# design 1

Figure 1. Clock network drawn from the DEF (design 1).
Drawn at 6 px/um.
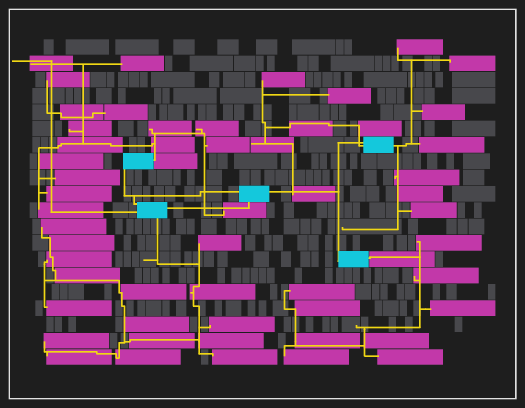

--- src/rtl/vr_regfile_slave.sv ---
// Register-file slave for the valid/ready bus; optional VR_SLAVE_ERR_EN adds err/err_cnt.
// Latency WAIT_CYCLES+1 from capture to a one-cycle ready pulse; valid is ignored while busy.
module vr_regfile_slave #(
  parameter int ADDR_W      = 4,
  parameter int DATA_W      = 4,
  parameter int DEPTH       = 8,
  parameter int WAIT_CYCLES = 0,
  parameter int CNT_W       = 8
) (
  input  logic              clock,
  input  logic              reset,
  input  logic              valid,
  input  logic              we,
  input  logic [ADDR_W-1:0] addr,
  input  logic [DATA_W-1:0] wdata,
  output logic [DATA_W-1:0] rdata,
  output logic              ready,
  output logic              busy,
  output logic [CNT_W-1:0]  txn_cnt
`ifdef VR_SLAVE_ERR_EN
  ,
  output logic              err,
  output logic [CNT_W-1:0]  err_cnt
`endif
);

  localparam int IDX_W = (DEPTH > 1) ? $clog2(DEPTH) : 1;
  localparam logic [ADDR_W:0] DEPTH_L = (ADDR_W+1)'(DEPTH);
  localparam logic [3:0] WAIT_INIT = (WAIT_CYCLES > 0) ? 4'(WAIT_CYCLES - 1) : 4'd0;
`ifdef VR_SLAVE_ERR_EN
  localparam logic [DATA_W-1:0] OOR_RD = '1;
`else
  localparam logic [DATA_W-1:0] OOR_RD = '0;
`endif

  typedef enum logic [1:0] {IDLE, WAIT, RESP} state_t;

  state_t              state, state_nxt;
  logic                capture, enter_resp;
  logic [ADDR_W-1:0]   addr_q;
  logic                we_q;
  logic [DATA_W-1:0]   wdata_q;
  logic [3:0]          wait_cnt;
  logic [DATA_W-1:0]   mem [DEPTH];

  // When answering straight from IDLE the request is still on the bus, not yet in the _q regs.
  logic [ADDR_W-1:0]   req_addr;
  logic                req_we;
  logic [DATA_W-1:0]   req_wdata;
  logic                req_ok;
  logic [DATA_W-1:0]   resp_dat;
  logic                addr_ok_q;
  logic                wr_en;

  always_ff @(posedge clock) begin
    if (reset) state <= IDLE;
    else       state <= state_nxt;
  end

  always_comb begin
    state_nxt  = state;
    capture    = 1'b0;
    enter_resp = 1'b0;
    case (state)
      IDLE: begin
        if (valid) begin
          capture = 1'b1;
          if (WAIT_CYCLES == 0) begin
            state_nxt  = RESP;
            enter_resp = 1'b1;
          end else begin
            state_nxt = WAIT;
          end
        end
      end
      WAIT: begin
        if (wait_cnt == 4'd0) begin
          state_nxt  = RESP;
          enter_resp = 1'b1;
        end
      end
      RESP:    state_nxt = IDLE;
      default: state_nxt = IDLE;
    endcase
  end

  always_comb begin
    req_addr  = capture ? addr  : addr_q;
    req_we    = capture ? we    : we_q;
    req_wdata = capture ? wdata : wdata_q;
    req_ok    = {1'b0, req_addr} < DEPTH_L;
    resp_dat  = OOR_RD;
    if (req_we)      resp_dat = req_wdata;
    else if (req_ok) resp_dat = mem[req_addr[IDX_W-1:0]];
  end

  assign addr_ok_q = {1'b0, addr_q} < DEPTH_L;
  assign wr_en     = (state == RESP) && we_q && addr_ok_q;

  always_ff @(posedge clock) begin
    if (reset) begin
      addr_q   <= '0;
      we_q     <= 1'b0;
      wdata_q  <= '0;
      wait_cnt <= '0;
      rdata    <= '0;
      ready    <= 1'b0;
      busy     <= 1'b0;
      txn_cnt  <= '0;
      for (int i = 0; i < DEPTH; i++) mem[i] <= '0;
`ifdef VR_SLAVE_ERR_EN
      err      <= 1'b0;
      err_cnt  <= '0;
`endif
    end else begin
      if (capture) begin
        addr_q   <= addr;
        we_q     <= we;
        wdata_q  <= wdata;
        wait_cnt <= WAIT_INIT;
      end else if (state == WAIT && wait_cnt != 4'd0) begin
        wait_cnt <= wait_cnt - 4'd1;
      end

      if (capture)             busy <= 1'b1;
      else if (state == RESP)  busy <= 1'b0;

      ready <= enter_resp;
      if (enter_resp) rdata <= resp_dat;

      // Commit happens on the edge leaving RESP so a reset on that edge cancels the write.
      if (state == RESP) txn_cnt <= txn_cnt + 1'b1;
      if (wr_en) mem[addr_q[IDX_W-1:0]] <= wdata_q;

`ifdef VR_SLAVE_ERR_EN
      err <= enter_resp && !req_ok;
      if (state == RESP && err) err_cnt <= err_cnt + 1'b1;
`endif
    end
  end

endmodule

--- config.mk ---
export PLATFORM = sky130hd
export DESIGN_NAME = vr_regfile_slave
export DESIGN_NICKNAME = d
export VERILOG_FILES = /design/src/rtl/vr_regfile_slave.sv
export SDC_FILE = /design/constraint.sdc
export NUM_CORES = 1
export LEC_CHECK = 0
export ABC_AREA = 1
export CAP_MARGIN = 20
export CORE_ASPECT_RATIO = 0.75
export CORE_MARGIN = 3
export CORE_UTILIZATION = 56
export DETAILED_ROUTE_END_ITERATION = 12
export HOLD_SLACK_MARGIN = 0.03
export PLACE_DENSITY = 0.79
export SYNTH_ARGS = -nofsm -noshare
export SYNTH_HDL_FRONTEND = slang
export SYNTH_SLANG_ARGS = --single-unit
--- constraint.sdc ---
create_clock -name clock -period 1.77 [get_ports clock]
set_input_delay 0.354 -clock clock [delete_from_list [all_inputs] [get_ports clock]]
set_output_delay 0.354 -clock clock [all_outputs]
set_load 0.1 [all_outputs]
# design 2

==> src/rtl/seq_player_pkg.sv <==
// Shared constants and types for the color-sequence playback engine:
// bus address map, color codes, status word layout and FSM states.
package seq_player_pkg;

    // Processor data-memory addresses owned by the player
    localparam logic [11:0] SEQ_PUSH_ADDR = 12'd9;
    localparam logic [11:0] SEQ_CTRL_ADDR = 12'd10;
    localparam logic [11:0] SEQ_STAT_ADDR = 12'd11;

    // Color encoding shared with the LED and audio drivers
    localparam logic [1:0] COLOR_RED    = 2'b00;
    localparam logic [1:0] COLOR_BLUE   = 2'b01;
    localparam logic [1:0] COLOR_GREEN  = 2'b10;
    localparam logic [1:0] COLOR_YELLOW = 2'b11;

    // Status word bit positions; the FIFO count starts at STAT_COUNT_LSB
    localparam int STAT_BUSY      = 0;
    localparam int STAT_FULL      = 1;
    localparam int STAT_EMPTY     = 2;
    localparam int STAT_OVERFLOW  = 3;
    localparam int STAT_COUNT_LSB = 4;

    // Playback FSM states
    typedef enum logic [1:0] {
        ST_IDLE = 2'd0,
        ST_ON   = 2'd1,
        ST_GAP  = 2'd2
    } seq_state_t;

    // Width of a down-counter that must hold values up to max(a, b) - 1
    function automatic int timer_width(input int a, input int b);
        int m;
        m = (a > b) ? a : b;
        return (m > 1) ? $clog2(m) : 1;
    endfunction

endpackage

==> src/rtl/seq_player_color_fifo.sv <==
// Synchronous FIFO of 2-bit color codes with push, pop and flush.
// Flush wins over push and pop in the same cycle. The head entry is
// presented combinationally on rdata so the consumer can latch it on pop.
module color_fifo
    import seq_player_pkg::*;
#(
    parameter int DEPTH = 16
) (
    input  logic                     clock,
    input  logic                     reset,
    input  logic                     push,
    input  logic                     pop,
    input  logic                     flush,
    input  logic [1:0]               wdata,
    output logic [1:0]               rdata,
    output logic                     full,
    output logic                     empty,
    output logic [$clog2(DEPTH):0]   count
);

    localparam int PTR_W = $clog2(DEPTH);
    localparam int CNT_W = PTR_W + 1;
    localparam logic [PTR_W-1:0] PTR_ONE  = PTR_W'(1);
    localparam logic [CNT_W-1:0] CNT_ONE  = CNT_W'(1);
    localparam logic [CNT_W-1:0] CNT_FULL = CNT_W'(DEPTH);

    logic [1:0]       mem [DEPTH];
    logic [PTR_W-1:0] wr_ptr;
    logic [PTR_W-1:0] rd_ptr;
    logic             push_ok;
    logic             pop_ok;

    // Accept only what the FIFO can honour; a flush cancels both sides
    always_comb begin
        push_ok = push && !full && !flush;
        pop_ok  = pop && !empty && !flush;
    end

    // Pointer and occupancy bookkeeping; pointers wrap modulo DEPTH
    always_ff @(posedge clock or negedge reset) begin
        if (!reset) begin
            wr_ptr <= '0;
            rd_ptr <= '0;
            count  <= '0;
        end else if (flush) begin
            wr_ptr <= '0;
            rd_ptr <= '0;
            count  <= '0;
        end else begin
            if (push_ok) wr_ptr <= wr_ptr + PTR_ONE;
            if (pop_ok)  rd_ptr <= rd_ptr + PTR_ONE;
            case ({push_ok, pop_ok})
                2'b10:   count <= count + CNT_ONE;
                2'b01:   count <= count - CNT_ONE;
                default: count <= count;
            endcase
        end
    end

    // Storage array; contents need no reset since pointers gate visibility
    always_ff @(posedge clock) begin
        if (push_ok) mem[wr_ptr] <= wdata;
    end

    // Head of queue and occupancy flags
    always_comb begin
        rdata = mem[rd_ptr];
        full  = (count == CNT_FULL);
        empty = (count == '0);
    end

endmodule

==> src/rtl/seq_player.sv <==
// Memory-mapped color-sequence playback engine. Stores to the push address
// queue colors; the FSM replays each for ON_CYCLES clocks followed by a
// GAP_CYCLES silent gap. A control store can flush everything, and a load
// from the status address returns busy/full/empty/overflow/count.
module seq_player
    import seq_player_pkg::*;
#(
    parameter int DEPTH      = 16,
    parameter int ON_CYCLES  = 25_000_000,
    parameter int GAP_CYCLES = 12_500_000
) (
    input  logic        clock,
    input  logic        reset,
    input  logic        wEn,
    input  logic [11:0] addr,
    input  logic [31:0] dataIn,
    output logic [31:0] dataOut,
    output logic        tone_on,
    output logic [1:0]  color_out,
    output logic        busy
);

    localparam int CW    = $clog2(DEPTH) + 1;
    localparam int TMR_W = timer_width(ON_CYCLES, GAP_CYCLES);
    localparam logic [TMR_W-1:0] ON_LOAD  = TMR_W'(ON_CYCLES - 1);
    localparam logic [TMR_W-1:0] GAP_LOAD = TMR_W'(GAP_CYCLES - 1);
    localparam logic [TMR_W-1:0] TMR_ONE  = TMR_W'(1);

    seq_state_t       state;
    seq_state_t       state_nxt;
    logic [TMR_W-1:0] cnt;
    logic [TMR_W-1:0] cnt_nxt;

    logic             push_req;
    logic             flush_req;
    logic             pop_req;
    logic             overflow;

    logic [1:0]       fifo_rdata;
    logic             fifo_full;
    logic             fifo_empty;
    logic [CW-1:0]    fifo_count;

    logic             unused_data_bits;

    // Store-path decode: push and control strobes
    always_comb begin
        push_req  = wEn && (addr == SEQ_PUSH_ADDR);
        flush_req = wEn && (addr == SEQ_CTRL_ADDR) && dataIn[0];
    end

    assign unused_data_bits = ^dataIn[31:2];

    color_fifo #(
        .DEPTH (DEPTH)
    ) u_fifo (
        .clock (clock),
        .reset (reset),
        .push  (push_req),
        .pop   (pop_req),
        .flush (flush_req),
        .wdata (dataIn[1:0]),
        .rdata (fifo_rdata),
        .full  (fifo_full),
        .empty (fifo_empty),
        .count (fifo_count)
    );

    // FSM state, timer and registered playback outputs
    always_ff @(posedge clock or negedge reset) begin
        if (!reset) begin
            state     <= ST_IDLE;
            cnt       <= '0;
            tone_on   <= 1'b0;
            color_out <= COLOR_RED;
        end else begin
            state   <= state_nxt;
            cnt     <= cnt_nxt;
            tone_on <= (state_nxt == ST_ON);
            if (pop_req) color_out <= fifo_rdata;
        end
    end

    // Sticky overflow: set by a dropped push, cleared only by flush or reset
    always_ff @(posedge clock or negedge reset) begin
        if (!reset) begin
            overflow <= 1'b0;
        end else if (flush_req) begin
            overflow <= 1'b0;
        end else if (push_req && fifo_full) begin
            overflow <= 1'b1;
        end
    end

    // Next-state and timer reload; a flush forces IDLE from any state
    always_comb begin
        state_nxt = state;
        cnt_nxt   = cnt;
        if (flush_req) begin
            state_nxt = ST_IDLE;
            cnt_nxt   = '0;
        end else begin
            case (state)
                ST_IDLE: begin
                    if (pop_req) begin
                        state_nxt = ST_ON;
                        cnt_nxt   = ON_LOAD;
                    end
                end
                ST_ON: begin
                    if (cnt == '0) begin
                        state_nxt = ST_GAP;
                        cnt_nxt   = GAP_LOAD;
                    end else begin
                        cnt_nxt = cnt - TMR_ONE;
                    end
                end
                ST_GAP: begin
                    if (cnt == '0) begin
                        if (pop_req) begin
                            state_nxt = ST_ON;
                            cnt_nxt   = ON_LOAD;
                        end else begin
                            state_nxt = ST_IDLE;
                        end
                    end else begin
                        cnt_nxt = cnt - TMR_ONE;
                    end
                end
                default: begin
                    state_nxt = ST_IDLE;
                    cnt_nxt   = '0;
                end
            endcase
        end
    end

    // Pop whenever the FSM is ready for a new color and one is queued;
    // leaving GAP straight into ON avoids an idle cycle between colors
    always_comb begin
        pop_req = !flush_req && !fifo_empty &&
                  ((state == ST_IDLE) || ((state == ST_GAP) && (cnt == '0)));
        busy    = (state != ST_IDLE) || !fifo_empty;
    end

    // Status word, driven only while the status address is selected
    always_comb begin
        dataOut = '0;
        if (addr == SEQ_STAT_ADDR) begin
            dataOut[STAT_BUSY]             = busy;
            dataOut[STAT_FULL]             = fifo_full;
            dataOut[STAT_EMPTY]            = fifo_empty;
            dataOut[STAT_OVERFLOW]         = overflow;
            dataOut[STAT_COUNT_LSB +: CW]  = fifo_count;
        end
    end

endmodule
==> config.mk <==
export PLATFORM = sky130hd
export DESIGN_NAME = seq_player
export DESIGN_NICKNAME = d
export VERILOG_FILES = /design/src/rtl/seq_player_pkg.sv /design/src/rtl/seq_player_color_fifo.sv /design/src/rtl/seq_player.sv
export SDC_FILE = /design/constraint.sdc
export NUM_CORES = 1
export LEC_CHECK = 0
export CAP_MARGIN = 20
export CORE_ASPECT_RATIO = 1.2
export CORE_MARGIN = 4
export CORE_UTILIZATION = 37
export CTS_BUF_LIST = sky130_fd_sc_hd__clkbuf_16
export CTS_CLUSTER_SIZE = 8
export DETAILED_ROUTE_END_ITERATION = 6
export PLACE_DENSITY = 0.62
export SYNTH_ARGS = -nofsm -noshare
export SYNTH_HDL_FRONTEND = slang
export SYNTH_SLANG_ARGS = --single-unit
export TNS_END_PERCENT = 100
==> constraint.sdc <==
create_clock -name clock -period 3.1 [get_ports clock]
set_clock_uncertainty 0.1 [all_clocks]
set_input_delay 0.31 -clock clock [delete_from_list [all_inputs] [get_ports clock]]
set_output_delay 0.31 -clock clock [all_outputs]
set_load 0.02 [all_outputs]
# design 3

`src/rtl/uart_pkg.sv`:
```
// Shared types and helpers for the UART transmit arbiter.
package uart_pkg;

  localparam int BYTE_W = 8;

  typedef enum logic [1:0] {
    IDLE,
    LOAD,
    WAIT_BUSY,
    WAIT_DONE
  } state_t;

  // Ceiling log2, never less than 1 so index vectors always have a bit.
  function automatic int clog2(input int n);
    int r;
    r = 0;
    for (int v = n - 1; v > 0; v = v >> 1) r++;
    return (r < 1) ? 1 : r;
  endfunction

endpackage

```
`src/rtl/uart_rr_arbiter.sv`:
```
// Combinational round-robin select: the search starts one past ptr and wraps.
module uart_rr_arbiter
  import uart_pkg::*;
#(
  parameter int NUM_REQ = 4,
  localparam int IDX_W  = clog2(NUM_REQ)
) (
  input  logic [NUM_REQ-1:0] req,
  input  logic [IDX_W-1:0]   ptr,
  output logic [NUM_REQ-1:0] grant,
  output logic [IDX_W-1:0]   grant_idx,
  output logic               any
);

  always_comb begin
    logic [IDX_W-1:0] cand;
    grant     = '0;
    grant_idx = '0;
    any       = 1'b0;
    cand      = '0;
    for (int i = 1; i <= NUM_REQ; i++) begin
      cand = IDX_W'((int'(ptr) + i) % NUM_REQ);
      if (!any && req[cand]) begin
        grant[cand] = 1'b1;
        grant_idx   = cand;
        any         = 1'b1;
      end
    end
  end

endmodule

```
`src/rtl/uart_tx_arbiter.sv`:
```
// Round-robin sharing of one UART transmitter among NUM_REQ byte sources.
// Define UART_ARB_PKT_LOCK_EN to hold the grant on one requester until a req_last byte.
module uart_tx_arbiter
  import uart_pkg::*;
#(
  parameter int NUM_REQ   = 4,
  parameter int BUSY_WAIT = 8,
  localparam int IDX_W    = clog2(NUM_REQ),
  localparam int CNT_W    = clog2(BUSY_WAIT)
) (
  input  logic                      clk,
  input  logic                      reset,
  input  logic [NUM_REQ-1:0]        req_valid,
  input  logic [BYTE_W*NUM_REQ-1:0] req_data,
  input  logic [NUM_REQ-1:0]        req_last,
  output logic [NUM_REQ-1:0]        req_ready,
  output logic [BYTE_W-1:0]         TxData,
  output logic                      transmit,
  input  logic                      busy,
  output logic [IDX_W-1:0]          grant_id,
  output logic                      active,
  output logic                      tx_err
);

  state_t             state_q, state_d;
  logic [IDX_W-1:0]   rr_ptr;
  logic [CNT_W-1:0]   cnt_q;
  logic [NUM_REQ-1:0] elig, arb_grant;
  logic [IDX_W-1:0]   arb_idx;
  logic               arb_any, accept, ptr_adv;

`ifdef UART_ARB_PKT_LOCK_EN
  logic lock_q;

  // While a packet is open only its owner may be granted, and the pointer stays put.
  assign elig    = lock_q ? (req_valid & ({{(NUM_REQ-1){1'b0}}, 1'b1} << grant_id)) : req_valid;
  assign ptr_adv = !lock_q;

  always_ff @(posedge clk or negedge reset) begin
    if (!reset)      lock_q <= 1'b0;
    else if (accept) lock_q <= !req_last[arb_idx];
    else if (tx_err) lock_q <= 1'b0;
  end
`else
  logic unused_req_last;

  assign elig            = req_valid;
  assign ptr_adv         = 1'b1;
  assign unused_req_last = ^req_last;
`endif

  uart_rr_arbiter #(.NUM_REQ(NUM_REQ)) u_rr (
    .req       (elig),
    .ptr       (rr_ptr),
    .grant     (arb_grant),
    .grant_idx (arb_idx),
    .any       (arb_any)
  );

  // Ready is gated by reset so nothing is handshaken while the block is held in reset.
  assign accept    = reset && (state_q == IDLE) && !busy && arb_any;
  assign req_ready = accept ? arb_grant : '0;
  assign active    = (state_q != IDLE);

  always_ff @(posedge clk or negedge reset) begin
    if (!reset) state_q <= IDLE;
    else        state_q <= state_d;
  end

  always_comb begin
    state_d  = state_q;
    transmit = 1'b0;
    tx_err   = 1'b0;
    case (state_q)
      IDLE: begin
        if (accept) state_d = LOAD;
      end
      LOAD: begin
        transmit = 1'b1;
        state_d  = WAIT_BUSY;
      end
      WAIT_BUSY: begin
        if (busy) begin
          state_d = WAIT_DONE;
        end else if (cnt_q == CNT_W'(BUSY_WAIT - 1)) begin
          tx_err  = 1'b1;
          state_d = IDLE;
        end else begin
          transmit = 1'b1;
        end
      end
      WAIT_DONE: begin
        if (!busy) state_d = IDLE;
      end
      default: state_d = IDLE;
    endcase
  end

  always_ff @(posedge clk or negedge reset) begin
    if (!reset) begin
      TxData   <= '0;
      grant_id <= '0;
      rr_ptr   <= IDX_W'(NUM_REQ - 1);
      cnt_q    <= '0;
    end else begin
      if (accept) begin
        TxData   <= req_data[arb_idx*BYTE_W +: BYTE_W];
        grant_id <= arb_idx;
      end
      if (state_q == LOAD)           cnt_q <= '0;
      else if (state_q == WAIT_BUSY) cnt_q <= cnt_q + CNT_W'(1);
      if (state_q == WAIT_DONE && !busy && ptr_adv) rr_ptr <= grant_id;
    end
  end

endmodule

```
`config.mk`:
```
export PLATFORM = sky130hd
export DESIGN_NAME = uart_tx_arbiter
export DESIGN_NICKNAME = d
export VERILOG_FILES = /design/src/rtl/uart_pkg.sv /design/src/rtl/uart_rr_arbiter.sv /design/src/rtl/uart_tx_arbiter.sv
export SDC_FILE = /design/constraint.sdc
export NUM_CORES = 1
export LEC_CHECK = 0
export CAP_MARGIN = 30
export CORE_MARGIN = 4
export CORE_UTILIZATION = 38
export DETAILED_ROUTE_END_ITERATION = 10
export GPL_TIMING_DRIVEN = 0
export PLACE_DENSITY = 0.79
export RECOVER_POWER = 25
export SYNTH_ARGS = -nofsm -noshare
export SYNTH_HDL_FRONTEND = slang
export SYNTH_HIERARCHICAL = 1
export SYNTH_SLANG_ARGS = --single-unit
```
`constraint.sdc`:
```
create_clock -name clk -period 3.7 [get_ports clk]
set_input_delay 0.74 -clock clk [delete_from_list [all_inputs] [get_ports clk]]
set_output_delay 0.74 -clock clk [all_outputs]
set_load 0.01 [all_outputs]
```
Figure 2. A small window of the routed layout (design 1).
Window x 30 to 55, y 20 to 45 um. Cells in grey, sequential cells in the stronger grey; small squares are vias.
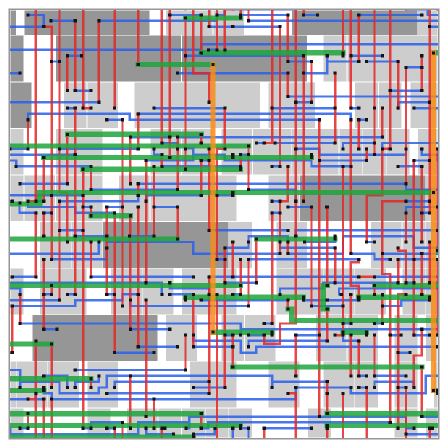
| colour | layer |
|---|---|
| orange | met4 |
| red | met2 |
| green | met3 |
| blue | met1 |
cells with their middle in the window: 77
netlist names of flops here include: rdata (4), addr_q (2)
sequential cells in the window: 7
most frequent: nand3_1 (20), nand2_1 (19), buf_4 (9)

About Figure 1:
[magenta] flip-flops | count: 56
[yellow] clock wires | length: 572 um
[cyan] cells driving clock nets | count: 5
routed clock nets: 6
flops lie: widely spread

==> results.yml, design 1 <==
# flow metrics
outcome:
  status: "completed"
pwr:
  clockPowerShare: 0.300
setup_path:
  cp-end-kind: "flip-flop"
  critPathLaunch: "addr[0]"
  reg2regPathDepth: 8
  reg2reg_to: "rdata[2]$_SDFFE_PP0N_"
yosys:
  edf_count: 32
  mux_share: 0
  yosys.stat.seqShare: 0.5614
  xor_share: 0
layout:
  final_cell_mix: "nor2_1, nand2_1, nand3_1, inv_1, edfxtp_1"
  areaGrowthSynthToFinish_pct: 29.19
  fillers: 315
  seq_area_um2: 1446
detailed_routing:
  first_iter_violations: 196
global_routing:
  grt_use_met3: 0.04956
  grt_pass1_vias: 2107
place:
  gp_congestion: 0.9707
  dp_cells: 410
timing:
  max_freq_mhz: 631.5
  hold_ws_ns: 0.4217
  rsz0062_at_grt: "false"
floorplan:
  die-area_um2: 5442
cts:
  clock-sinks: 56
  cts_root_buf: "clkbuf_8"
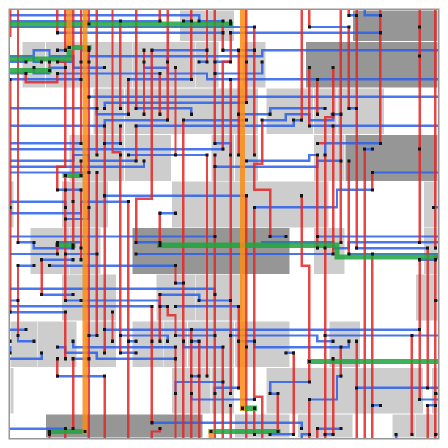
Figure 3: design 2, a small window of the routed layout.
Window x 43 to 68, y 53 to 78 um. Cells in grey, sequential cells in the stronger grey; small squares are vias.
| colour | layer |
|---|---|
| orange | met4 |
| green | met3 |
| red | met2 |
| blue | met1 |
most frequent: buf_4 (6), nor2_1 (5), dfrtp_1 (5)
netlist names of flops here include: cnt (3), state (2)
sequential cells in the window: 5
cells with their middle in the window: 45

==> results.yml, design 2 <==
# flow metrics
outcome:
  status: "completed"
layout:
  comb_share: 0.4284
  final_cell_mix: "buf_4, dfrtp_1, nor2_1, a21oi_1, edfxtp_1"
  areaGrowthSynthToFinish_pct: 24.88
  inv_count: 10
  largest_cell_class: "combinational gates"
  seq_area_um2: 2063
  clock_buffers: 9
  n_antenna_cell: 0
global_routing:
  use_met2: 0.3111
  overflow: 0
  antenna_found_initial: 0
  grt_pass1_wl_um: 20130
  grt_pass1_vias: 3841
cts:
  cts_tree: "done"
  cts_buffers: 9
  cts_setup_buffers: 0
timing:
  slew_viol_final: 0
  rsz0062_at_grt: "true"
  fin_crit_ns: 3.077
  hold_ws_ns: 0.3391
  worst_pin_slew_ns: 0.8859
  layout_setup_ws_ns: 0.02269
yosys:
  syn_avg_cell_area_um2: 10.11
  synth_cells: 460
  yosys_most_used_dff: "dfrtp_1"
  ys.flops: 76
detailed_routing:
  wl_per_cell_um: 17.84
  route.vias.total: 3862
  viasPerCell: 5.517
  wl_um: 12490
  post-route-drc-count: 0
  ant_nets: 0
  wl_met1_um: 5250
floorplan:
  io_pins: 83
  taps: 161
pwr:
  fin_total_pwr_mw: 2.768
  p_sw_mw: 0.8287
  p_comb_frac: 0.197
  swShare: 0.2994
setup_path:
  worstPathRequired_ns: 3.23
  critical_path_arrival_ns: 3.20
  critPathBufInv: 3
place:
  dp_cells: 682
Figure 4. Cell classes on the final placement (design 3).
Drawn at 4 px/um. Fill, decap, tap and diode cells in grey.
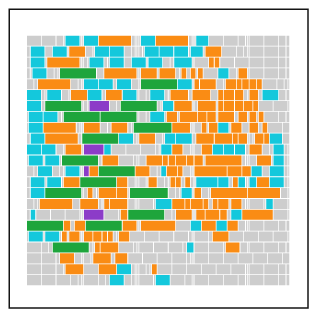
| colour | class | cells |
|---|---|---|
| cyan | other buffers and delay cells | 79 |
| green | flip-flops | 17 |
| purple | clock drivers and dummy loads | 4 |
| orange | all other logic | 136 |

Figure 5. Placement density heat map (design 3).
Drawn at 4 px/um. 7 x 7 tiles, from black (low) to pale yellow (high), 0 to 100% covered.
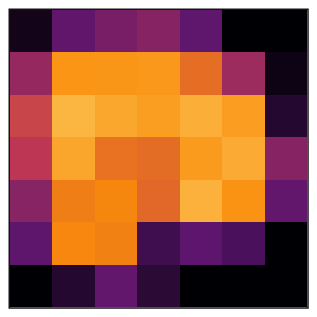
emptiest ninth of the die: lower right
fullest tile: 84%
densest ninth of the die: centre
mean over tiles: 44%

==> results.yml, design 3 <==
# flow metrics
outcome:
  status: "completed"
setup_path:
  reg2regPathDepth: 11
  worstSetupPathType: "in -> out"
  path_max_fanout: 10
  path_depth: 8
  worstPathRequired_ns: 2.96
yosys:
  ys.flops: 17
  top_logic_kind: "multiplexers"
  synthTopCellsByCount: "inv_1, dfrtp_1, ha_1, mux2_2, mux4_2"
  top_area_cell: "dfrtp_1"
  synthAdderAreaFrac: 0.1123
  yosysWarnings: 6
  topCellsByArea: "dfrtp_1, mux4_2, ha_1"
layout:
  nonClkBufAreaFrac: 0.2893
  fillers: 365
  n_antenna_cell: 0
  post-route-util: 0.6054
  seq_share: 0.1718
  largest_cell_class: "combinational gates"
  num-nonclk-buffers: 79
  mi_logic_area_um2: 1156
  inv_count: 18
  clock_buffers: 4
place:
  io_buffers: 53
  place_ws_ns: -0.3589
cts:
  cts_buffers: 3
pwr:
  p_sw_mw: 0.7504
  peakVddDrop_uv: 379.5
timing:
  hold_ws_ns: 0.4834
  maxSlewHeadroom: 0.3204
  hold_viol: 0
floorplan:
  io_pins: 60
  fp_util: 0.4062
  taps: 50
global_routing:
  grt_use_met3: 0.02568
  use_met2: 0.2776
  grt_pass1_vias: 1546
  grt_busiest_layer: "met2"
worst_hold_path:
  holdPathEnd: "cnt_q[0]$_DFFE_PN0P_"
  min_path_type: "reg -> reg"
detailed_routing:
  route.vias.total: 1546

Power is estimated from default activity; no workload was simulated.
